######## design 1 ########
design_1/registers.png
Scale bar: 50 µm. Other sequential cells in the stronger gray, the rest of the logic in the fainter gray.
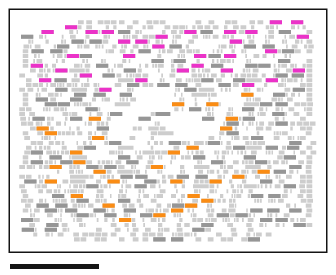

### config.mk
export PLATFORM = sky130hd
export DESIGN_NAME = fetch_stage
export DESIGN_NICKNAME = d
export VERILOG_FILES = /design/src/rtl/fetch_stage.sv
export SDC_FILE = /design/constraint.sdc
export NUM_CORES = 1
export LEC_CHECK = 0
export CORE_ASPECT_RATIO = 0.75
export CORE_MARGIN = 5
export CORE_UTILIZATION = 40
export CTS_CLUSTER_DIAMETER = 200
export DETAILED_ROUTE_END_ITERATION = 7
export PLACE_DENSITY_LB_ADDON = 0.08
export SKIP_LAST_GASP = 1
export SLEW_MARGIN = 20
export SYNTH_ARGS = -nofsm -noshare
export SYNTH_HDL_FRONTEND = slang
export SYNTH_SLANG_ARGS = --single-unit
### constraint.sdc
create_clock -name clk -period 7.6 [get_ports clk]
set_input_delay 1.52 -clock clk [delete_from_list [all_inputs] [get_ports clk]]
set_output_delay 1.52 -clock clk [all_outputs]
set_load 0.01 [all_outputs]
### src/rtl/fetch_stage.sv
// Instruction-fetch stage: drives instruction memory from the current PC,
// loads the IF/ID pipeline register, and gates the PC write enable.
// A one-entry hold buffer absorbs a fetched word while decode is stalled.
// Optional macro FETCH_PERF_EN adds fetch_count / wait_cycles counters.
module fetch_stage #(
  parameter logic [31:0] RESET_PC  = 32'h0040_0000,
  parameter logic [31:0] NOP_INSTR = 32'h0000_0000
) (
  input  logic        clk,
  input  logic        reset,
  input  logic [31:0] pc,
  output logic        pc_we,
  output logic [31:0] pc_plus4,
  output logic        imem_req,
  output logic [31:0] imem_addr,
  input  logic        imem_ready,
  input  logic [31:0] imem_rdata,
  input  logic        id_stall,
  input  logic        flush,
  output logic        if_id_valid,
  output logic [31:0] if_id_instr,
  output logic [31:0] if_id_pc,
  output logic [31:0] if_id_pc_plus4
`ifdef FETCH_PERF_EN
  ,
  output logic [31:0] fetch_count,
  output logic [31:0] wait_cycles
`endif
);

  typedef enum logic [0:0] {StFetch, StHold} state_e;

  state_e      state_q, state_d;
  logic        valid_q, valid_d;
  logic [31:0] instr_q, instr_d;
  logic [31:0] ipc_q, ipc_d;
  logic [31:0] ipc4_q, ipc4_d;
  logic [31:0] hold_instr_q, hold_instr_d;
  logic [31:0] hold_pc_q, hold_pc_d;
  logic [31:0] hold_pc4_q, hold_pc4_d;
  logic        can_load;
  logic        accept;

  assign pc_plus4  = pc + 32'd4;
  assign imem_addr = pc;

  // A stall only blocks IF/ID when it actually holds an instruction.
  assign can_load = !(id_stall && valid_q);

  // Next-state, IF/ID / hold-buffer updates and PC/imem handshake outputs.
  always_comb begin
    state_d      = state_q;
    valid_d      = valid_q;
    instr_d      = instr_q;
    ipc_d        = ipc_q;
    ipc4_d       = ipc4_q;
    hold_instr_d = hold_instr_q;
    hold_pc_d    = hold_pc_q;
    hold_pc4_d   = hold_pc4_q;
    pc_we        = 1'b0;
    imem_req     = 1'b0;
    accept       = 1'b0;
    if (!reset) begin
      unique case (state_q)
        StFetch: begin
          imem_req = 1'b1;
          if (flush) begin
            // Redirect: the in-flight word is dropped, memory restarts at the new PC.
            pc_we   = 1'b1;
            valid_d = 1'b0;
          end else if (imem_ready) begin
            pc_we  = 1'b1;
            accept = 1'b1;
            if (can_load) begin
              valid_d = 1'b1;
              instr_d = imem_rdata;
              ipc_d   = pc;
              ipc4_d  = pc_plus4;
            end else begin
              hold_instr_d = imem_rdata;
              hold_pc_d    = pc;
              hold_pc4_d   = pc_plus4;
              state_d      = StHold;
            end
          end else if (can_load) begin
            valid_d = 1'b0;
          end
        end
        StHold: begin
          if (flush) begin
            pc_we   = 1'b1;
            valid_d = 1'b0;
            state_d = StFetch;
          end else if (!id_stall) begin
            valid_d = 1'b1;
            instr_d = hold_instr_q;
            ipc_d   = hold_pc_q;
            ipc4_d  = hold_pc4_q;
            state_d = StFetch;
          end
        end
      endcase
    end
  end

  // State, IF/ID register and hold buffer.
  always_ff @(posedge clk) begin
    if (reset) begin
      state_q      <= StFetch;
      valid_q      <= 1'b0;
      instr_q      <= NOP_INSTR;
      ipc_q        <= RESET_PC;
      ipc4_q       <= RESET_PC + 32'd4;
      hold_instr_q <= '0;
      hold_pc_q    <= '0;
      hold_pc4_q   <= '0;
    end else begin
      state_q      <= state_d;
      valid_q      <= valid_d;
      instr_q      <= instr_d;
      ipc_q        <= ipc_d;
      ipc4_q       <= ipc4_d;
      hold_instr_q <= hold_instr_d;
      hold_pc_q    <= hold_pc_d;
      hold_pc4_q   <= hold_pc4_d;
    end
  end

  assign if_id_valid    = valid_q;
  assign if_id_instr    = valid_q ? instr_q : NOP_INSTR;
  assign if_id_pc       = ipc_q;
  assign if_id_pc_plus4 = ipc4_q;

`ifdef FETCH_PERF_EN
  logic [31:0] fetch_count_q;
  logic [31:0] wait_cycles_q;

  // Performance counters: accepted fetches and memory wait cycles.
  always_ff @(posedge clk) begin
    if (reset) begin
      fetch_count_q <= '0;
      wait_cycles_q <= '0;
    end else begin
      if (accept) begin
        fetch_count_q <= fetch_count_q + 32'd1;
      end
      if (imem_req && !imem_ready) begin
        wait_cycles_q <= wait_cycles_q + 32'd1;
      end
    end
  end

  assign fetch_count = fetch_count_q;
  assign wait_cycles = wait_cycles_q;
`else
  logic unused_accept;
  assign unused_accept = accept;
`endif

endmodule

######## design 2 ########
### src/rtl/serial_frame_pkg.sv
// serial_frame_pkg: shared FSM state encoding and frame geometry for the serial receiver.
package serial_frame_pkg;
   typedef enum logic [1:0] {IDLE, DATA, PARITY, STOP} state_t;
   localparam int DATA_W_DEF = 8;
   localparam int FRAME_BITS = DATA_W_DEF + 3;
endpackage

### src/rtl/serial_frame_rx_sync_ff.sv
// sync_ff: multi-flop synchroniser; resets to the idle-high line level.
module sync_ff #(
   parameter int ST = 2
) (
   input  logic clk,
   input  logic rst_n,
   input  logic i_d,
   output logic o_q
);
   logic [ST-1:0] r_q;
   always_ff @(posedge clk or negedge rst_n)
      if (!rst_n) r_q <= '1;
      else        r_q <= {r_q[ST-2:0], i_d};
   assign o_q = r_q[ST-1];
endmodule

### src/rtl/serial_frame_rx.sv
// serial_frame_rx: start-bit detect, LSB-first deserialise, even-parity/stop check,
// one-word holding register on a valid/ready output with error and overrun pulses.
module serial_frame_rx
   import serial_frame_pkg::*;
#(
   parameter int DATA_W  = DATA_W_DEF,
   parameter int SYNC_ST = 2
) (
   input  logic              clk,
   input  logic              rst_n,
   input  logic              ser_in,
   output logic [DATA_W-1:0] out_data,
   output logic              out_valid,
   input  logic              out_ready,
   output logic              frame_err,
   output logic              overrun
);
   localparam int CW = $clog2(DATA_W) + 1;
   logic              w_s;
   logic [DATA_W:0]   w_cat;
   logic              w_room;
   state_t            r_state;
   logic [CW-1:0]     r_bit_cnt;
   logic [DATA_W-1:0] r_shift;
   logic              r_par_ok;
   sync_ff #(.ST(SYNC_ST)) u_sync (
      .clk   (clk),
      .rst_n (rst_n),
      .i_d   (ser_in),
      .o_q   (w_s)
   );
   // Shifting through a one-bit-wider vector keeps DATA_W=1 legal; its XOR is data^parity.
   assign w_cat  = {w_s, r_shift};
   assign w_room = !out_valid || out_ready;
   always_ff @(posedge clk or negedge rst_n) begin
      if (!rst_n) begin
         r_state   <= IDLE;
         r_bit_cnt <= '0;
         r_shift   <= '0;
         r_par_ok  <= 1'b0;
         out_data  <= '0;
         out_valid <= 1'b0;
         frame_err <= 1'b0;
         overrun   <= 1'b0;
      end else begin
         frame_err <= 1'b0;
         overrun   <= 1'b0;
         if (out_valid && out_ready) out_valid <= 1'b0;
         case (r_state)
            IDLE: if (!w_s) begin
               r_state   <= DATA;
               r_bit_cnt <= '0;
            end
            DATA: begin
               r_shift   <= w_cat[DATA_W:1];
               r_bit_cnt <= r_bit_cnt + 1'b1;
               if (r_bit_cnt == CW'(DATA_W - 1)) r_state <= PARITY;
            end
            PARITY: begin
               r_par_ok <= ~(^w_cat);
               r_state  <= STOP;
            end
            STOP: begin
               r_state <= IDLE;
               if (!(w_s && r_par_ok)) frame_err <= 1'b1;
               else if (w_room) begin
                  out_data  <= r_shift;
                  out_valid <= 1'b1;
               end else overrun <= 1'b1;
            end
            default: r_state <= IDLE;
         endcase
      end
   end
endmodule

### config.mk
export PLATFORM = sky130hd
export DESIGN_NAME = serial_frame_rx
export DESIGN_NICKNAME = d
export VERILOG_FILES = /design/src/rtl/serial_frame_pkg.sv /design/src/rtl/serial_frame_rx_sync_ff.sv /design/src/rtl/serial_frame_rx.sv
export SDC_FILE = /design/constraint.sdc
export NUM_CORES = 1
export LEC_CHECK = 0
export CAP_MARGIN = 20
export CORE_UTILIZATION = 54
export DETAILED_ROUTE_END_ITERATION = 7
export GPL_ROUTABILITY_DRIVEN = 0
export PLACE_DENSITY = 0.85
export RECOVER_POWER = 100
export SLEW_MARGIN = 20
export SYNTH_ARGS = -nofsm -noshare
export SYNTH_HDL_FRONTEND = slang
export SYNTH_SLANG_ARGS = --single-unit
### constraint.sdc
create_clock -name clk -period 1.9 [get_ports clk]
set_input_delay 0.285 -clock clk [delete_from_list [all_inputs] [get_ports clk]]
set_output_delay 0.285 -clock clk [all_outputs]
set_load 0.01 [all_outputs]
######## design 3 ########
File: src/rtl/reg_latch_queue.sv
// Registered FIFO queue: latch pushes data_in, en pops the head into data_out.
// Define REG_LATCH_QUEUE_PARITY_EN to add per-entry even parity (par_inj, parity_err).
module reg_latch_queue #(
  parameter int WIDTH = 8,
  parameter int DEPTH = 4
) (
  input  logic                     clk,
  input  logic                     rst_n,
  input  logic                     latch,
  input  logic                     en,
  input  logic                     clr,
  input  logic [WIDTH-1:0]         data_in,
`ifdef REG_LATCH_QUEUE_PARITY_EN
  input  logic                     par_inj,
  output logic                     parity_err,
`endif
  output logic [WIDTH-1:0]         data_out,
  output logic                     out_valid,
  output logic                     full,
  output logic                     empty,
  output logic [$clog2(DEPTH):0]   count,
  output logic                     overflow,
  output logic                     underflow
);

  localparam int AW = $clog2(DEPTH);
  localparam int CW = AW + 1;

  logic [WIDTH-1:0] mem [DEPTH];
  logic [AW-1:0]    head;
  logic [AW-1:0]    tail;
  logic             pop_ok;
  logic             push_ok;
  logic [CW-1:0]    count_next;

  // A full queue still accepts a push when a pop frees the head slot on the same edge.
  assign pop_ok     = en && !empty;
  assign push_ok    = latch && (!full || pop_ok);
  assign count_next = count + CW'(push_ok) - CW'(pop_ok);

  always_ff @(posedge clk) begin
    if (push_ok && !clr) begin
      mem[tail] <= data_in;
    end
  end

`ifdef REG_LATCH_QUEUE_PARITY_EN
  logic par_mem [DEPTH];

  always_ff @(posedge clk) begin
    if (push_ok && !clr) begin
      par_mem[tail] <= (^data_in) ^ par_inj;
    end
  end

  always_ff @(posedge clk or negedge rst_n) begin
    if (!rst_n) begin
      parity_err <= 1'b0;
    end else if (clr) begin
      parity_err <= 1'b0;
    end else begin
      parity_err <= pop_ok && ((^mem[head]) != par_mem[head]);
    end
  end
`endif

  always_ff @(posedge clk or negedge rst_n) begin
    if (!rst_n) begin
      head      <= '0;
      tail      <= '0;
      count     <= '0;
      full      <= 1'b0;
      empty     <= 1'b1;
      data_out  <= '0;
      out_valid <= 1'b0;
      overflow  <= 1'b0;
      underflow <= 1'b0;
    end else if (clr) begin
      head      <= '0;
      tail      <= '0;
      count     <= '0;
      full      <= 1'b0;
      empty     <= 1'b1;
      out_valid <= 1'b0;
      overflow  <= 1'b0;
      underflow <= 1'b0;
    end else begin
      if (pop_ok) begin
        data_out <= mem[head];
        head     <= head + AW'(1);
      end
      if (push_ok) begin
        tail <= tail + AW'(1);
      end
      out_valid <= pop_ok;
      count     <= count_next;
      full      <= (count_next == CW'(DEPTH));
      empty     <= (count_next == '0);
      if (latch && !push_ok) begin
        overflow <= 1'b1;
      end
      if (en && empty) begin
        underflow <= 1'b1;
      end
    end
  end

endmodule

File: config.mk
export PLATFORM = sky130hd
export DESIGN_NAME = reg_latch_queue
export DESIGN_NICKNAME = d
export VERILOG_FILES = /design/src/rtl/reg_latch_queue.sv
export SDC_FILE = /design/constraint.sdc
export NUM_CORES = 1
export LEC_CHECK = 0
export CORE_MARGIN = 2
export CORE_UTILIZATION = 35
export DETAILED_ROUTE_END_ITERATION = 8
export HOLD_SLACK_MARGIN = 0.02
export PLACE_DENSITY = 0.57
export SLEW_MARGIN = 40
export SYNTH_ARGS = -nofsm -noshare
export SYNTH_HDL_FRONTEND = slang
export SYNTH_SLANG_ARGS = --single-unit
File: constraint.sdc
create_clock -name clk -period 5.84 [get_ports clk]
set_input_delay 0.876 -clock clk [delete_from_list [all_inputs] [get_ports clk]]
set_output_delay 0.876 -clock clk [all_outputs]
set_load 0.02 [all_outputs]
######## design 4 ########
**src/rtl/sensor_sampler.sv**
```systemverilog
// Periodic SPI reader for a 12-bit serial ADC (16-clock frame). Averages
// 2^AVG_LOG2 samples, clamps the average to MAX_VALUE and holds the result.
module sensor_sampler #(
  parameter int unsigned CLK_DIV       = 25,
  parameter int unsigned SAMPLE_PERIOD = 100000,
  parameter int unsigned AVG_LOG2      = 4,
  parameter int unsigned MAX_VALUE     = 9999
) (
  input  logic        fpga_clk1,
  input  logic        reset,
  input  logic        enable,
  input  logic        adc_sdata,
  output logic        adc_cs_n,
  output logic        adc_sclk,
  output logic [15:0] value,
  output logic        value_valid,
  output logic        busy,
  output logic        overrange
);

  localparam int unsigned TW = (SAMPLE_PERIOD > 1) ? $clog2(SAMPLE_PERIOD) : 1;
  localparam int unsigned DW = (CLK_DIV > 1) ? $clog2(CLK_DIV) : 1;
  localparam int unsigned AW = 12 + AVG_LOG2;
  localparam int unsigned CW = AVG_LOG2 + 1;

  typedef enum logic [2:0] {
    ST_IDLE,
    ST_WAIT,
    ST_CONVERT,
    ST_ACCUM,
    ST_OUTPUT
  } state_t;

  state_t        state;
  logic [TW-1:0] timer;
  logic [DW-1:0] div_cnt;
  logic [4:0]    bit_cnt;
  logic [11:0]   shift;
  logic [AW-1:0] acc;
  logic [CW-1:0] cnt;
  logic          tick;
  logic [11:0]   avg;

  assign tick = (timer == TW'(SAMPLE_PERIOD - 1));
  assign avg  = 12'(acc >> AVG_LOG2);

  // Only 12 shift bits are kept: the 4 leading frame bits fall out the top.
  always_ff @(posedge fpga_clk1 or negedge reset) begin
    if (!reset) begin
      state       <= ST_IDLE;
      timer       <= '0;
      div_cnt     <= '0;
      bit_cnt     <= '0;
      shift       <= '0;
      acc         <= '0;
      cnt         <= '0;
      adc_cs_n    <= 1'b1;
      adc_sclk    <= 1'b1;
      busy        <= 1'b0;
      value       <= '0;
      value_valid <= 1'b0;
      overrange   <= 1'b0;
    end else begin
      value_valid <= 1'b0;
      if (state != ST_IDLE) timer <= tick ? '0 : timer + 1'b1;

      case (state)
        ST_IDLE: begin
          timer <= '0;
          acc   <= '0;
          cnt   <= '0;
          if (enable) state <= ST_WAIT;
        end

        ST_WAIT: begin
          if (!enable) begin
            state <= ST_IDLE;
            timer <= '0;
            acc   <= '0;
            cnt   <= '0;
          end else if (tick) begin
            state    <= ST_CONVERT;
            adc_cs_n <= 1'b0;
            busy     <= 1'b1;
            div_cnt  <= '0;
            bit_cnt  <= '0;
          end
        end

        ST_CONVERT: begin
          if (bit_cnt == 5'd16) begin
            state    <= ST_ACCUM;
            adc_cs_n <= 1'b1;
            busy     <= 1'b0;
            adc_sclk <= 1'b1;
          end else if (div_cnt == DW'(CLK_DIV - 1)) begin
            div_cnt  <= '0;
            adc_sclk <= ~adc_sclk;
            if (!adc_sclk) begin
              shift   <= {shift[10:0], adc_sdata};
              bit_cnt <= bit_cnt + 5'd1;
            end
          end else begin
            div_cnt <= div_cnt + 1'b1;
          end
        end

        ST_ACCUM: begin
          acc <= acc + AW'(shift);
          cnt <= cnt + 1'b1;
          if (cnt == CW'((1 << AVG_LOG2) - 1)) begin
            state <= ST_OUTPUT;
          end else if (!enable) begin
            state <= ST_IDLE;
            timer <= '0;
            acc   <= '0;
            cnt   <= '0;
          end else begin
            state <= ST_WAIT;
          end
        end

        ST_OUTPUT: begin
          if (32'(avg) > MAX_VALUE) begin
            value     <= 16'(MAX_VALUE);
            overrange <= 1'b1;
          end else begin
            value     <= 16'(avg);
            overrange <= 1'b0;
          end
          value_valid <= 1'b1;
          acc         <= '0;
          cnt         <= '0;
          if (enable) begin
            state <= ST_WAIT;
          end else begin
            state <= ST_IDLE;
            timer <= '0;
          end
        end

        default: state <= ST_IDLE;
      endcase
    end
  end

endmodule

```
**config.mk**
```make
export PLATFORM = sky130hd
export DESIGN_NAME = sensor_sampler
export DESIGN_NICKNAME = d
export VERILOG_FILES = /design/src/rtl/sensor_sampler.sv
export SDC_FILE = /design/constraint.sdc
export NUM_CORES = 1
export LEC_CHECK = 0
export ABC_AREA = 1
export CAP_MARGIN = 0
export CORE_MARGIN = 2
export CORE_UTILIZATION = 29
export DETAILED_ROUTE_END_ITERATION = 6
export PLACE_DENSITY = 0.52
export SYNTH_ARGS = -nofsm -noshare
export SYNTH_HDL_FRONTEND = slang
export SYNTH_SLANG_ARGS = --single-unit
export TNS_END_PERCENT = 5
```
**constraint.sdc**
```tcl
create_clock -name fpga_clk1 -period 2.2 [get_ports fpga_clk1]
set_input_delay 0.55 -clock fpga_clk1 [delete_from_list [all_inputs] [get_ports fpga_clk1]]
set_output_delay 0.55 -clock fpga_clk1 [all_outputs]
set_load 0.03 [all_outputs]
```
design_2/drive_strength.png
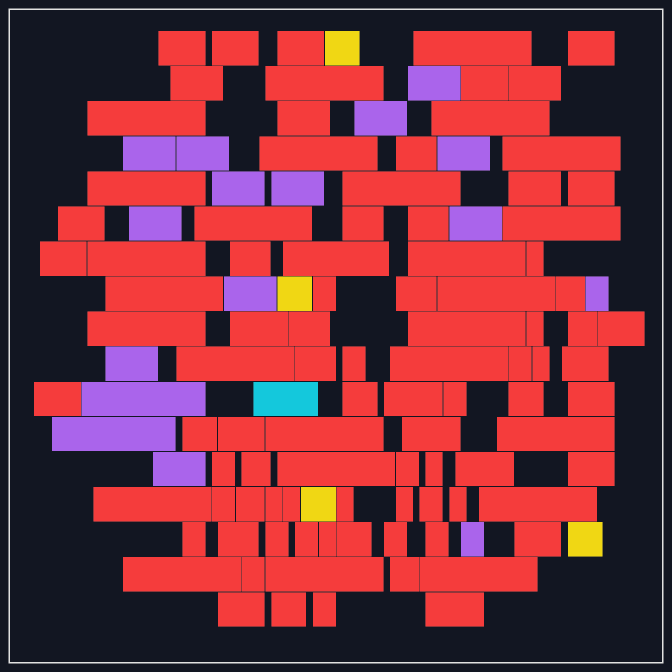
| color | size | cells | most used |
|---|---|---|---|
| yellow | drive 3 to 4 | 4 | clkbuf_4 |
| purple | drive 2 | 16 | mux2_2 |
| red | drive 1 or less | 95 | dfrtp_1 |
| cyan | drive 6 and up | 1 | clkbuf_8 |
Area Overhead vs Synth: 15.3%
final critical-path setup slack: 0.266 ns
post-route standard cell area excluding fillers: 0.00147 mm²
number of signal-net buffers in the layout: 17

==> metrics.sh, design 2 <==
DIE-AREA_MM2=0.00256
NETLIST.AREA_LEADER.SHARE=0.511
FINAL.SETUP_SKEW_NS=0.00506
WORSTSKEWPAIRLATENCY_NS=0.33
MIN_PERIOD_NS=1.63
NUM-NETS-FINAL=126
POST_SYNTH_INSTANCE_AREA_MM2=0.00127
STATUS='finished clean'
HOLD_PATH_CLASS='input port to async pin'
LAYOUT_WORST_PATH_CYCLE_SHARE=0.860
CRITICAL_PATH.TOP_DELAY_FAMILY='flip-flops'
ROUTED_MET3_LENGTH_UM=58
LAYOUT_TOP_CELLS_EXCL_FILL_TAP='26 x sky130_fd_sc_hd__dfrtp_1, 13 x sky130_fd_sc_hd__dlygate4sd3_1, 12 x sky130_fd_sc_hd__mux2_2'
LOG.WARNING_COUNT=29
SWITCHING_POWER_mW=0.890
CP.BUFFERS_INVERTERS=1
ANTENNA_VIOLATIONS_BEFORE_REPAIR=0
SYNTH_ASYNC_SR_FLOP_SHARE=1.00
SYN_INST=99
SLEW-LIMIT-HEADROOM=0.731
CRIT_PATH_START_KIND='register'
HOLDWS_NS=0.368
NONCLKBUFAREAFRAC=0.107
SYNTH-AREA-YOSYS_MM2=0.00127
SYNTH_FLOPS=28
CTS_MADE_BUFFERS=3
VDD_DROP_MAX_V=0.000955
design 2: through the flow:
| stage | worst slack (ns) | cells |
|---|---|---|
| floorplan | 0.437 | 99 |
| global placement | 0.276 | 140 |
| detailed placement | 0.249 | 140 |
| CTS | 0.328 | 144 |
| global route | 0.166 | 144 |
| finish | 0.266 | 144 |
design 2: power groups by stage:
stage               clock network (mW)  logic (mW)  registers, mW
detailed placement                   0        1.25           1.09
floorplan                            0       0.848           1.08
global route                     0.320        1.33           1.10
global placement                     0        1.19           1.07
finish                           0.287        1.19           1.06
CTS                              0.294        1.27           1.07
design 2: registers in the layout, indices dropped and copies added (netlist names):
signal,cells
frame_err,1
r_par_ok,1
u_sync.r_q,2
r_bit_cnt,4
out_valid,1
r_shift,8
r_state,2
overrun,1
out_data,8
design 2: cell families (layout without fill, tap and decap cells):
group                      count (synthesis)  in the layout  share of synthesized area
AOI/OAI and AO/OA                         14             14                     0.0639
DFF                                       28             28                      0.552
muxes                                     18             18                      0.157
and+or+nand+nor                           18             18                     0.0737
buffers and inverters                      8             25                     0.0324
adders and majority gates                  5              5                     0.0491
xor gates and xnor gates                   8              8                     0.0717
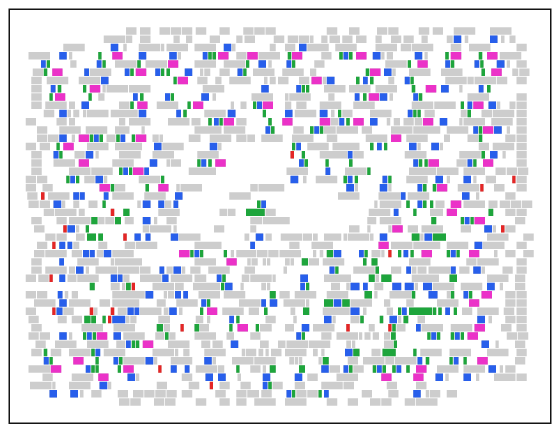
design_1/gate_families.png
| color | family | cells |
|---|---|---|
| magenta | multiplexers | 66 |
| blue | inverting AOI/OAI gates | 211 |
| red | inverters | 21 |
| green | NAND gates | 197 |
number of standard cells in the final layout excluding fillers: 1463
most common logic cell in the routed design: sky130_fd_sc_hd__clkdlybuf4s50_1

design_1/metal_stack.png
Two of the layers only.
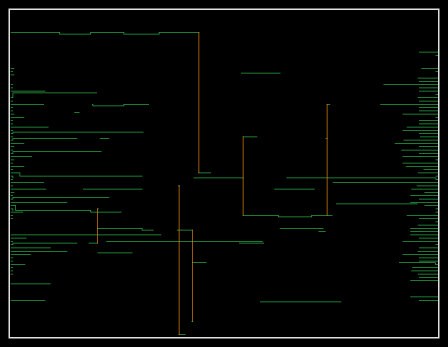
| color | layer | wire length |
|---|---|---|
| orange | met4 | 252 µm |
| green | met3 | 1790 µm |
total length of routed wires: 24100 µm
routed vias: 7304
routed wirelength normalized by instance count: 16.5 µm
gr usage total: 0.196

## Picture notes: design_1/registers.png
| color | signal | placed flops |
|---|---|---|
| magenta | instr_q | 32 |
| orange | hold_pc4_q | 30 |
not colored: 128
sequential power: 1.05 mW
area used by sequential logic in the layout: 0.00381 mm²
fraction of area in registers: 0.339

==> metrics.sh, design 1 <==
FRACTION_OF_THE_MAPPED_NETLIST_AREA_IN_SIMPLE_LOGIC_GATES=0.209
PWR-SHARE-SEQ=0.467
POSTSYNTHSEQSHARE=0.448
DPL_HPWL_UM=15400
CLKSINKCOUNT=190
CTSHOLDBUFFERS=0
SYNTH.LIB_CELLS_USED.DISTINCT=42
CRITICAL_PATH.TOP_DELAY_FAMILY='buffers and inverters'
VIAS_IN_THE_FIRST_GLOBAL_ROUTE=6856
TOPROUTINGLAYERUSED='met4'
SYN_INST=1024
PLACE_CONGESTION=0.766
STATUS='finished clean'
FP-ROW-COUNT=46
POST_ROUTE_CELLS_DRIVE_ABOVE_1_SHARE=0.0460
WORSTSKEWPAIRLATENCY_NS=0.44
CRITPATHREQUIREDTIME_NS=6.08
DETAIL_ROUTE.WIRELENGTH.MET1_UM=11900
DRT.ANTENNA.VIOLATING_NETS=0
ENDPOINT_TYPE_OF_THE_WORST_SETUP_PATH='output pin'
GRT_FIRST_PASS_WIRELENGTH_UM=37800
design 1: cell type report:
class	count	area [µm²]	area share
Sequential cell	190	3810	0.339
Tap cell	288	360	0.0320
Timing Repair Buffer	238	2370	0.210
Multi-Input combinational cell	694	4040	0.359
Inverter	21	78.8	0.00701
Clock buffer	18	439	0.0391
Clock inverter	14	151	0.0135
design 1: cells by family (layout without fill, tap and decap cells):
logic type | Yosys count | in the layout
muxes | 66 | 66
AOI/OAI and AO/OA | 213 | 213
adders and majority gates | 1 | 1
DFF | 190 | 190
xor gates and xnor gates | 25 | 25
and+or+nand+nor | 389 | 389
buffers and inverters | 140 | 291
design 1: through the flow:
stage	power, mW	utilization	hold WS, ns
after detailed placement	1.38	0.507	0.442
after global placement	1.38	0.507	0.441
final	2.25	0.535	0.454
after floorplan	1.22	-	0.436
after global routing	2.35	0.535	0.467
after CTS	2.28	0.535	0.453
design 1: worst paths after layout:
kind	endpoint	slack [ns]	cells after the start
worst max register to register	if_id_pc_plus4[31]	4.24	7
worst min-delay path	if_id_pc_plus4[15]	0.45	2
worst max-delay path	pc_plus4[20]	1.68	8
worst min register to register	if_id_pc_plus4[15]	0.45	2
design_4/gate_families.png
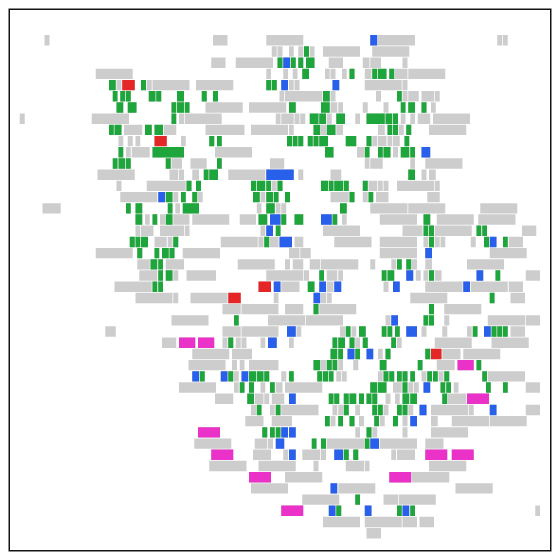
| color | family | cells |
|---|---|---|
| green | NAND gates | 238 |
| red | AND-OR and OR-AND gates | 5 |
| magenta | multiplexers | 11 |
| blue | inverting AOI/OAI gates | 46 |
fraction of standard cell area in multi-input logic: 0.423
most common logic cell in the routed design: sky130_fd_sc_hd__nand2_1
number of standard cells in the final layout excluding fillers: 846

==> metrics.sh, design 4 <==
TOPROUTINGLAYERUSED='met4'
TOTAL_POWER_mW=2.95
STATUS='finished clean'
GLOBALROUTEMET1UTIL=0.153
GRT_USAGE=0.121
ENDPOINT_TYPE_OF_THE_WORST_SETUP_PATH='output pin'
VDD_DROP_MAX_V=0.000309
REG2REGPATHDEPTH=12
NETLIST.AREA_LEADER.SHARE=0.411
SEQ_POWER_mW=1.46
HTREE_NUM_LEVELS=3
WORST_R2R_STARTPOINT='cnt[0]'
PLACE_CONGESTION=0.833
SYNTHESIS.AREA_PER_INSTANCE_UM2=7.80
DETAIL_ROUTE.WIRELENGTH.MET1_UM=4620
CRIT_PATH_START_KIND='register'
DRC=0
REG2REG_TO='timer[12]'
POST_ROUTE_CELLS_DRIVE_ABOVE_1_SHARE=0.102
GRT-BUSIEST-LAYER='met2'
FP-ROW-COUNT=46
VIAS_IN_THE_FIRST_GLOBAL_ROUTE=3763
LOG.WARNING_COUNT=28
CLOCK_EDGE_TRANSITION_AT_THE_REGISTERS_ON_THE_REPORTED_SETUP_AND_HOLD_PATHS_NS=0.06
TOP_LEVEL_I_O_COUNT=25
FINAL_DESIGN_AREA_NO_FILL_MM2=0.00540
LAYOUT.CORE_UTILIZATION=0.341
SYNTH-WARNING-COUNT=0
## design 4: kinds of logic (layout without fill, tap and decap cells)
group	after synthesis	in the layout	share of synthesized area
buffers and inverters	103	128	0.0940
XOR/XNOR	13	13	0.0243
AND-OR/OR-AND	51	51	0.0652
flip-flops	79	79	0.422
multiplexers	11	11	0.0328
adder cells (fa/ha/maj)	20	20	0.0550
other	1	5	0.000800
AND/OR/NAND/NOR	323	323	0.305
## design 4: area by class of cell
| class | instances | share of cell area |
|---|---|---|
| Clock buffer | 13 | 0.0501 |
| Clock inverter | 3 | 0.00325 |
| Inverter | 86 | 0.0598 |
| Multi-Input combinational cell | 423 | 0.423 |
| Sequential cell | 79 | 0.367 |
| Tap cell | 216 | 0.0501 |
| Timing Repair Buffer | 26 | 0.0473 |
## design 4: sequential cells by signal, indices dropped and copies added, names as in the netlist, 3 cells and up
| signal | cells |
|---|---|
| value | 12 |
| acc | 16 |
| state | 3 |
| bit_cnt | 5 |
| cnt | 5 |
| timer | 17 |
| div_cnt | 5 |
| shift | 12 |
## design 4: repair_timing
item / 4_1_cts / 5_1_grt
hold endpoints to repair: 0 / 0
setup endpoints to repair: 0 / 1
gates resized: 0 / 1
design_3/gate_families.png
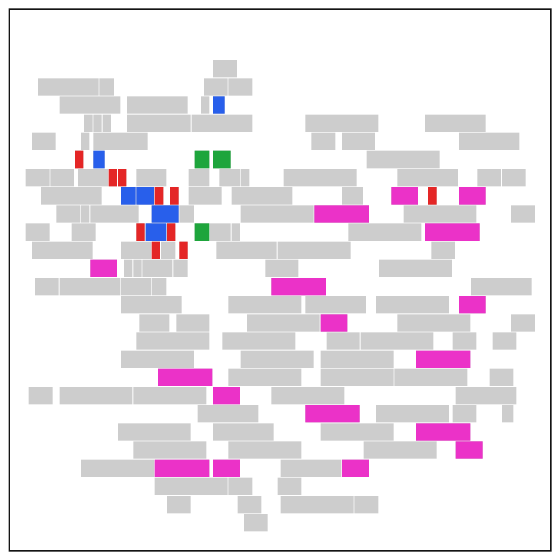
| color | family | cells |
|---|---|---|
| magenta | multiplexers | 17 |
| red | inverters | 10 |
| green | NAND gates | 3 |
| blue | inverting AOI/OAI gates | 6 |
number of standard cells in the final layout excluding fillers: 221
most common logic cell in the routed design: sky130_fd_sc_hd__edfxtp_1
fraction of standard cell area in multi-input logic: 0.217

design_3/metal_stack.png
Two of the layers only.
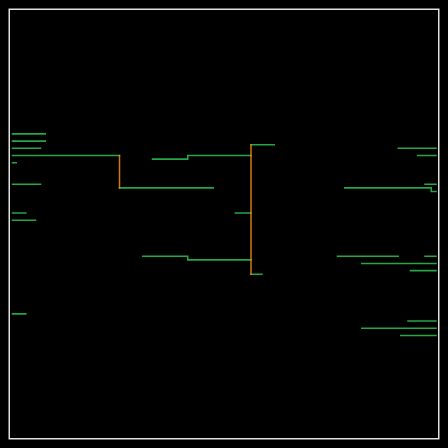
| color | layer | wire length |
|---|---|---|
| orange | met4 | 30.6 µm |
| green | met3 | 210 µm |
routed vias: 1057
routed wirelength normalized by instance count: 15.9 µm
total length of routed wires: 3510 µm
gr usage total: 0.121

==> metrics.sh, design 3 <==
SYNTH-WARNING-COUNT=0
WORST_PIN_SLEW_NS=0.623
PWR-SHARE-SEQ=0.472
YOSYS-TOP-CELLS-COUNT='32 x sky130_fd_sc_hd__edfxtp_1, 19 x sky130_fd_sc_hd__dfrtp_1, 10 x sky130_fd_sc_hd__inv_1, 10 x sky130_fd_sc_hd__nor2_1, 9 x sky130_fd_sc_hd__mux2_2'
CORE_AREA_MM2=0.00561
GRT-BUSIEST-LAYER='met2'
CLOCK_PATH_BUFFERS=2
FP.DIEW_UM=80.9
WORST_SLACK_NS=2.82
SWITCHING_POWER_mW=0.319
NUM-NETS-FINAL=168
STATUS='finished clean'
REG2REG_TO='full'
NETLIST.AREA_LEADER.SHARE=0.465
POST_CTS.REPAIR.SETUP_BUFFERS=0
WORST_R2R_STARTPOINT='empty'
-- design 3: power groups by stage --
stage / registers, mW / clock network [mW] / logic (mW)
floorplan: 0.556 / 0 / 0.154
global placement: 0.518 / 0 / 0.323
detailed placement: 0.522 / 0 / 0.328
CTS: 0.514 / 0.256 / 0.329
global route: 0.523 / 0.271 / 0.357
finish: 0.511 / 0.246 / 0.326
-- design 3: layout make-up --
cell class / instances / area (µm²) / area share
well taps: 72 / 90.1 / 0.0356
repair buffers: 28 / 275 / 0.109
flip-flops and latches: 52 / 1460 / 0.578
multi-input cells: 51 / 549 / 0.217
clock inverters: 3 / 47.5 / 0.0188
inverters: 10 / 37.5 / 0.0148
clock buffers: 5 / 68.8 / 0.0272
-- design 3: cell families after synthesis --
kind of cell,synth area share
adder cells (fa/ha/maj),0.0460
flip-flops,0.707
multiplexers,0.136
AND/OR/NAND/NOR,0.0430
buffers and inverters,0.0272
AND-OR/OR-AND,0.0212
XOR/XNOR,0.0194
-- design 3: flip-flops by register name, indices dropped and copies added, names as in the netlist --
signal and cells:
empty 1, overflow 1, count 3, mem 32, tail 2, full 1, data_out 8, out_valid 1
head 2, underflow 1

==> notes/layouts.md <==
Pictures saved along the way, in no particular order.

Where the registers sit.
panel A
Scale bar: 20 µm. Other sequential cells in the stronger gray, the rest of the logic in the fainter gray.
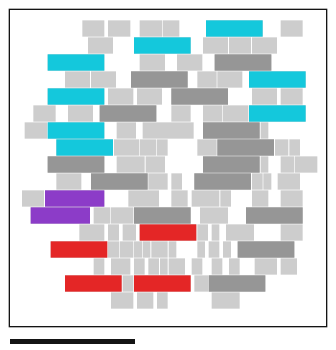
panel B
Scale bar: 20 µm. Other sequential cells in the stronger gray, the rest of the logic in the fainter gray.
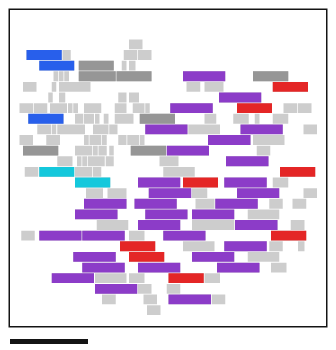
panel C
Scale bar: 50 µm. Other sequential cells in the stronger gray, the rest of the logic in the fainter gray.
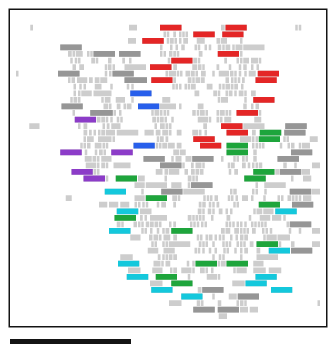
| picture | from |
|---|---|
| panel B | design 3 |
| panel C | design 4 |
| panel A | design 2 |
- fewest sequential cells: panel A

Key to panel B:
| color | signal | placed flops |
|---|---|---|
| red | data_out | 8 |
| purple | mem | 32 |
| blue | count | 3 |
| cyan | tail | 2 |
not colored: 7


######## design 5 ########
design_5/drive_strength.png
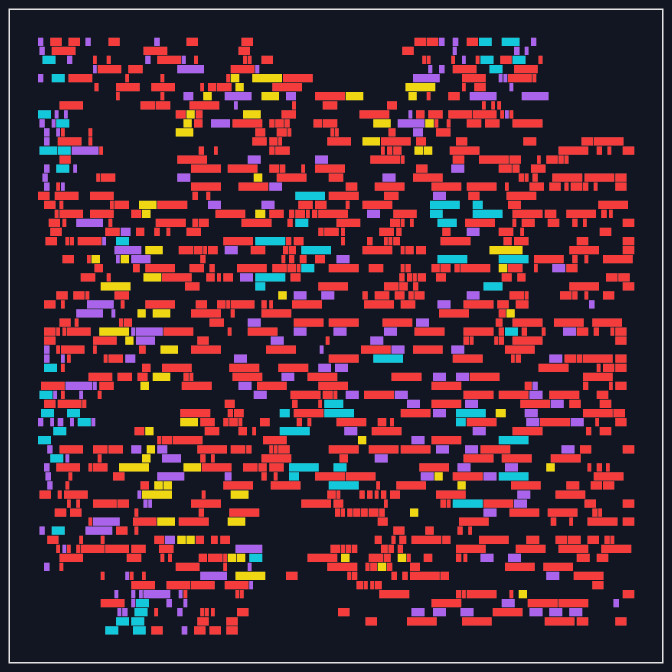
<file path="src/rtl/bitsum_pipe_argmin.sv">
// -----------------------------------------------------------------------------
// bitsum_pipe_argmin
//
// Pipelined population count of an XOR-correlation word (mismatch count) with a
// valid/ready stream and an in-line arg-min tracker over each search line.
// One word per candidate offset goes in; the per-word mismatch sum comes out
// LAT cycles later. At the end of every search line, the minimum sum and the
// index where it occurred are published.
//
// Parameters
//   DATA_W   width of the input word (any value >= 1)
//   CHUNK_W  leaf popcount width; the top chunk is zero-padded
//   IDX_W    width of the candidate index
//
// Ports
//   clk           clock, all state on the rising edge
//   rst_n         asynchronous active-low reset
//   i_in_valid    input word valid
//   o_in_ready    input ready (equals i_out_ready)
//   i_in_data     word to count
//   i_in_first    word is candidate 0 of a search line
//   i_in_last     word is the final candidate of a search line
//   o_out_valid   o_out_sum / o_out_idx valid
//   i_out_ready   downstream accepts; low stalls the whole pipeline
//   o_out_sum     number of set bits in the word
//   o_out_idx     candidate index of the word within its line
//   o_best_valid  one-cycle pulse: best_* updated for a finished line
//   o_best_sum    minimum sum of the finished line
//   o_best_idx    index of that minimum (lowest index on ties)
//   o_best_ovf    line had more words than the index can represent
// -----------------------------------------------------------------------------
module bitsum_pipe_argmin #(
    parameter int DATA_W  = 96,
    parameter int CHUNK_W = 16,
    parameter int IDX_W   = 8
) (
    input  logic                          clk,
    input  logic                          rst_n,
    input  logic                          i_in_valid,
    output logic                          o_in_ready,
    input  logic [DATA_W-1:0]             i_in_data,
    input  logic                          i_in_first,
    input  logic                          i_in_last,
    output logic                          o_out_valid,
    input  logic                          i_out_ready,
    output logic [$clog2(DATA_W+1)-1:0]   o_out_sum,
    output logic [IDX_W-1:0]              o_out_idx,
    output logic                          o_best_valid,
    output logic [$clog2(DATA_W+1)-1:0]   o_best_sum,
    output logic [IDX_W-1:0]              o_best_idx,
    output logic                          o_best_ovf
);

    localparam int SUM_W  = $clog2(DATA_W + 1);
    localparam int NCHUNK = (DATA_W + CHUNK_W - 1) / CHUNK_W;
    localparam int LEVELS = (NCHUNK > 1) ? $clog2(NCHUNK) : 0;
    localparam int LAT    = 1 + LEVELS;
    localparam int PAD_W  = NCHUNK * CHUNK_W;
    localparam logic [IDX_W-1:0] IDX_MAX = '1;

    // Number of live operands at a given tree level.
    function automatic int nodes_at(input int lvl);
        return (NCHUNK + (1 << lvl) - 1) >> lvl;
    endfunction

    // Every partial sum is bounded by DATA_W, so SUM_W bits hold any tree
    // node without loss; the per-level widening collapses to SUM_W.
    function automatic logic [SUM_W-1:0] popcnt(input logic [CHUNK_W-1:0] v);
        logic [SUM_W-1:0] c;
        c = '0;
        for (int b = 0; b < CHUNK_W; b++) begin
            c = c + SUM_W'(v[b]);
        end
        return c;
    endfunction

    // ------------------------------------------------------------------
    // Flow control
    // ------------------------------------------------------------------
    logic w_advance;
    logic w_accept;

    assign w_advance  = i_out_ready;
    assign w_accept   = i_in_valid & w_advance;
    assign o_in_ready = i_out_ready;

    // ------------------------------------------------------------------
    // Input-side candidate index counter
    // ------------------------------------------------------------------
    logic [IDX_W-1:0] r_cnt;
    logic             r_cnt_full;   // previous word of this line already used IDX_MAX
    logic [IDX_W-1:0] w_idx;
    logic             w_word_ovf;

    assign w_idx      = i_in_first ? '0 : r_cnt;
    assign w_word_ovf = ~i_in_first & r_cnt_full;

    always_ff @(posedge clk or negedge rst_n) begin
        if (!rst_n) begin
            r_cnt      <= '0;
            r_cnt_full <= 1'b0;
        end else if (w_accept) begin
            r_cnt      <= (w_idx == IDX_MAX) ? IDX_MAX : w_idx + IDX_W'(1);
            r_cnt_full <= (w_idx == IDX_MAX);
        end
    end

    // ------------------------------------------------------------------
    // Popcount tree: level 0 holds chunk counts, each further level adds
    // pairs; an odd trailing operand is passed through unchanged.
    // ------------------------------------------------------------------
    logic [PAD_W-1:0] w_pad;
    logic [SUM_W-1:0] w_tree_next [LEVELS+1][NCHUNK];
    logic [SUM_W-1:0] r_tree      [LEVELS+1][NCHUNK];

    assign w_pad = PAD_W'(i_in_data);

    generate
        for (genvar gi = 0; gi < NCHUNK; gi++) begin : g_leaf
            assign w_tree_next[0][gi] = popcnt(w_pad[gi*CHUNK_W +: CHUNK_W]);
        end

        for (genvar gi = 1; gi <= LEVELS; gi++) begin : g_lvl
            localparam int NPREV = nodes_at(gi - 1);
            for (genvar gj = 0; gj < NCHUNK; gj++) begin : g_node
                if (2*gj + 1 < NPREV) begin : g_add
                    assign w_tree_next[gi][gj] = r_tree[gi-1][2*gj] + r_tree[gi-1][2*gj+1];
                end else if (2*gj < NPREV) begin : g_pass
                    assign w_tree_next[gi][gj] = r_tree[gi-1][2*gj];
                end else begin : g_zero
                    assign w_tree_next[gi][gj] = '0;
                end
            end
        end
    endgenerate

    always_ff @(posedge clk or negedge rst_n) begin
        if (!rst_n) begin
            for (int l = 0; l <= LEVELS; l++) begin
                for (int j = 0; j < NCHUNK; j++) begin
                    r_tree[l][j] <= '0;
                end
            end
        end else if (w_advance) begin
            for (int l = 0; l <= LEVELS; l++) begin
                for (int j = 0; j < NCHUNK; j++) begin
                    r_tree[l][j] <= w_tree_next[l][j];
                end
            end
        end
    end

    // ------------------------------------------------------------------
    // Sideband travelling alongside the tree, one entry per stage
    // ------------------------------------------------------------------
    logic             r_vld   [LAT];
    logic             r_first [LAT];
    logic             r_last  [LAT];
    logic             r_ovf   [LAT];
    logic [IDX_W-1:0] r_idx   [LAT];

    always_ff @(posedge clk or negedge rst_n) begin
        if (!rst_n) begin
            for (int s = 0; s < LAT; s++) begin
                r_vld[s]   <= 1'b0;
                r_first[s] <= 1'b0;
                r_last[s]  <= 1'b0;
                r_ovf[s]   <= 1'b0;
                r_idx[s]   <= '0;
            end
        end else if (w_advance) begin
            r_vld[0]   <= i_in_valid;
            r_first[0] <= i_in_first;
            r_last[0]  <= i_in_last;
            r_ovf[0]   <= w_word_ovf;
            r_idx[0]   <= w_idx;
            for (int s = 1; s < LAT; s++) begin
                r_vld[s]   <= r_vld[s-1];
                r_first[s] <= r_first[s-1];
                r_last[s]  <= r_last[s-1];
                r_ovf[s]   <= r_ovf[s-1];
                r_idx[s]   <= r_idx[s-1];
            end
        end
    end

    logic [SUM_W-1:0] w_out_sum;

    assign w_out_sum   = r_tree[LEVELS][0];
    assign o_out_valid = r_vld[LAT-1];
    assign o_out_sum   = w_out_sum;
    assign o_out_idx   = r_idx[LAT-1];

    // ------------------------------------------------------------------
    // Output-side arg-min tracker
    // ------------------------------------------------------------------
    logic             w_fire;
    logic             w_line_start;
    logic [SUM_W-1:0] w_trk_min;
    logic [IDX_W-1:0] w_trk_idx;
    logic             w_trk_ovf;

    logic             r_line_open;  // a line is in progress at the output
    logic [SUM_W-1:0] r_run_min;
    logic [IDX_W-1:0] r_run_idx;
    logic             r_run_ovf;
    logic             r_best_valid;
    logic [SUM_W-1:0] r_best_sum;
    logic [IDX_W-1:0] r_best_idx;
    logic             r_best_ovf;

    assign w_fire = r_vld[LAT-1] & i_out_ready;
    // A word with first restarts the line (dropping any unfinished one); a
    // word arriving with no line open also starts one.
    assign w_line_start = r_first[LAT-1] | ~r_line_open;

    always_comb begin
        w_trk_min = r_run_min;
        w_trk_idx = r_run_idx;
        w_trk_ovf = r_run_ovf | r_ovf[LAT-1];
        if (w_line_start) begin
            w_trk_min = w_out_sum;
            w_trk_idx = r_idx[LAT-1];
            w_trk_ovf = r_ovf[LAT-1];
        end else if (w_out_sum < r_run_min) begin
            // Strict compare keeps the lowest index on ties.
            w_trk_min = w_out_sum;
            w_trk_idx = r_idx[LAT-1];
        end
    end

    always_ff @(posedge clk or negedge rst_n) begin
        if (!rst_n) begin
            r_line_open  <= 1'b0;
            r_run_min    <= '0;
            r_run_idx    <= '0;
            r_run_ovf    <= 1'b0;
            r_best_valid <= 1'b0;
            r_best_sum   <= '0;
            r_best_idx   <= '0;
            r_best_ovf   <= 1'b0;
        end else begin
            r_best_valid <= 1'b0;
            if (w_fire) begin
                r_run_min   <= w_trk_min;
                r_run_idx   <= w_trk_idx;
                r_run_ovf   <= w_trk_ovf;
                r_line_open <= ~r_last[LAT-1];
                if (r_last[LAT-1]) begin
                    r_best_sum   <= w_trk_min;
                    r_best_idx   <= w_trk_idx;
                    r_best_ovf   <= w_trk_ovf;
                    r_best_valid <= 1'b1;
                end
            end
        end
    end

    assign o_best_valid = r_best_valid;
    assign o_best_sum   = r_best_sum;
    assign o_best_idx   = r_best_idx;
    assign o_best_ovf   = r_best_ovf;

endmodule

</file>
<file path="config.mk">
export PLATFORM = sky130hd
export DESIGN_NAME = bitsum_pipe_argmin
export DESIGN_NICKNAME = d
export VERILOG_FILES = /design/src/rtl/bitsum_pipe_argmin.sv
export SDC_FILE = /design/constraint.sdc
export NUM_CORES = 1
export LEC_CHECK = 0
export CORE_MARGIN = 8
export CORE_UTILIZATION = 30
export CTS_CLUSTER_DIAMETER = 80
export DETAILED_ROUTE_END_ITERATION = 8
export PLACE_DENSITY_LB_ADDON = 0.05
export RECOVER_POWER = 50
export SETUP_SLACK_MARGIN = 0.4
export SKIP_LAST_GASP = 1
export SYNTH_ARGS = -nofsm -noshare
export SYNTH_HDL_FRONTEND = slang
export SYNTH_SLANG_ARGS = --single-unit
</file>
<file path="constraint.sdc">
create_clock -name clk -period 2.96 [get_ports clk]
set_clock_uncertainty 0.2 [all_clocks]
set_input_delay 0.592 -clock clk [delete_from_list [all_inputs] [get_ports clk]]
set_output_delay 0.592 -clock clk [all_outputs]
set_load 0.02 [all_outputs]
</file>
==> metrics.sh <==
N_CLOCK_BUFFER=17
SEQ_SHARE=0.320
ROUTE.VIAS.TOTAL=6116
CAP_VIOL_MAX_COUNT=1
SLEW_VIOLATIONS=59
CLOCK_PATH_BUFFERS=2
PORTBUFFERS=135
VIAS_PER_CELL=4.26
DPL_HPWL_UM=15300
FLOPS=159
FAILED_CHECKS='max-capacitance violations, max-slew violations, negative setup slack'
NONCLKBUFAREAFRAC=0.124
WORST_SLACK_NS=-0.652
SYNTHMOSTINSTANTIATEDCELL='sky130_fd_sc_hd__inv_1'
ROUTEDWLPERCELL_UM=13.7
SETUP_VIOL=31
CLKSINKCOUNT=159
CRITICAL_PATH.TOP_DELAY_FAMILY='adder cells'
POST_SYNTH_INSTANCE_AREA_MM2=0.00971
TOTALWIRELENGTH_UM=19700
STATUS='finished, violations left'
About design_5/drive_strength.png:
| color | size | cells | most used |
|---|---|---|---|
| purple | drive 2 | 185 | mux2_2 |
| yellow | drive 3 to 4 | 64 | buf_4 |
| red | drive 1 or less | 721 | dfrtp_1 |
| cyan | drive 6 and up | 59 | buf_6 |
number of signal-net buffers in the layout: 178
final critical-path setup slack: -0.652 ns
Area Overhead vs Synth: 27.9%
post-route standard cell area excluding fillers: 0.0124 mm²

[registers in the layout (all words and copies together), names as in the netlist]
register      count
o_best_ovf        1
r_tree           61
o_out_valid       1
o_out_idx         8
r_cnt_full        1
o_out_sum         7
r_ovf             4
o_best_idx        8
r_last            4
r_vld             3
r_run_ovf         1
r_line_open       1
r_first           4
r_run_min         7
r_run_idx         8
r_idx            24
o_best_valid      1
o_best_sum        7
r_cnt             8
[per-layer routing]
layer	up-vias	wire, µm	GRT usage
li1	3088	-	-
met1	2922	9780	0.149
met2	99	8950	0.170
met3	7	766	0.0272
met4	0	159	0.0286
met5	-	0	0
[how the worst min path moves through the flow]
stage	startpoint	cells after the start	end
finish	r_vld[3]	1	r_vld[3]
global route	r_run_idx[6]	1	r_run_idx[6]
CTS	r_vld[3]	1	r_vld[3]
detailed placement	r_vld[3]	1	r_vld[3]
global placement	r_vld[3]	1	r_vld[3]
floorplan	rst_n	0	o_best_idx[0]
[report_power, final]
part | switching [mW] | internal [mW]
registers | 0.521 | 2.93
logic | 2.72 | 3.24
clock network | 1.02 | 1.13
total | 4.26 | 7.30


==> screenshots <==
Routing congestion map.
Plate I
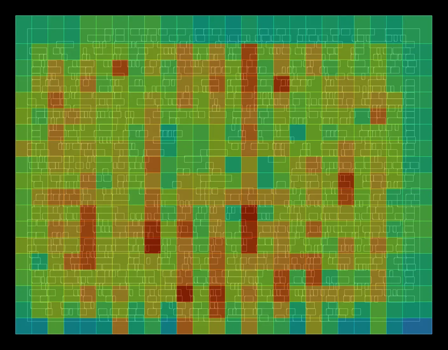
Plate II
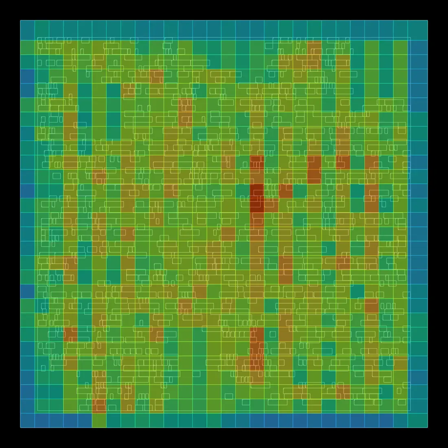
Plate III
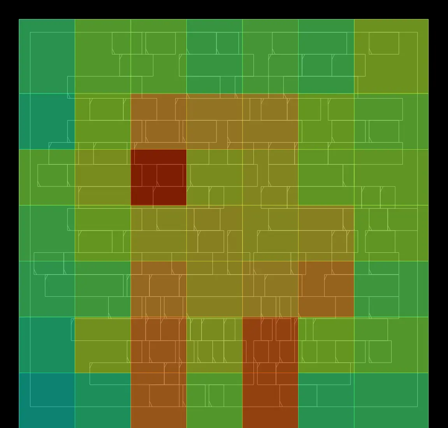
Plate IV
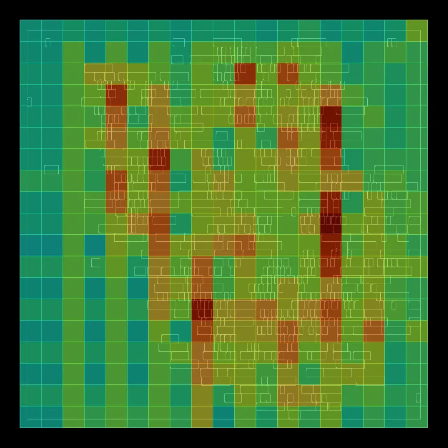
Plate V
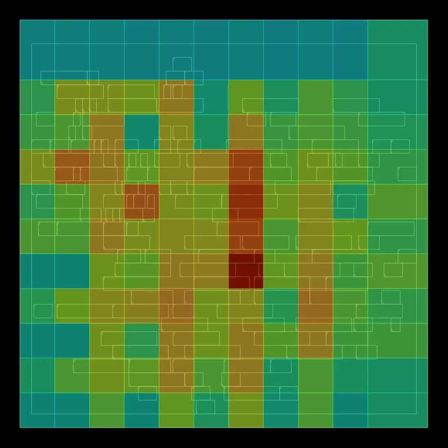
The one with the highest utilization is Plate III.
The one with the least wire per cell is Plate IV.
- design 5 = Plate II
- design 2 = Plate III
- design 1 = Plate I
- design 4 = Plate IV
- design 3 = Plate V

No activity file was given, so power comes from the tool's default toggle rates.
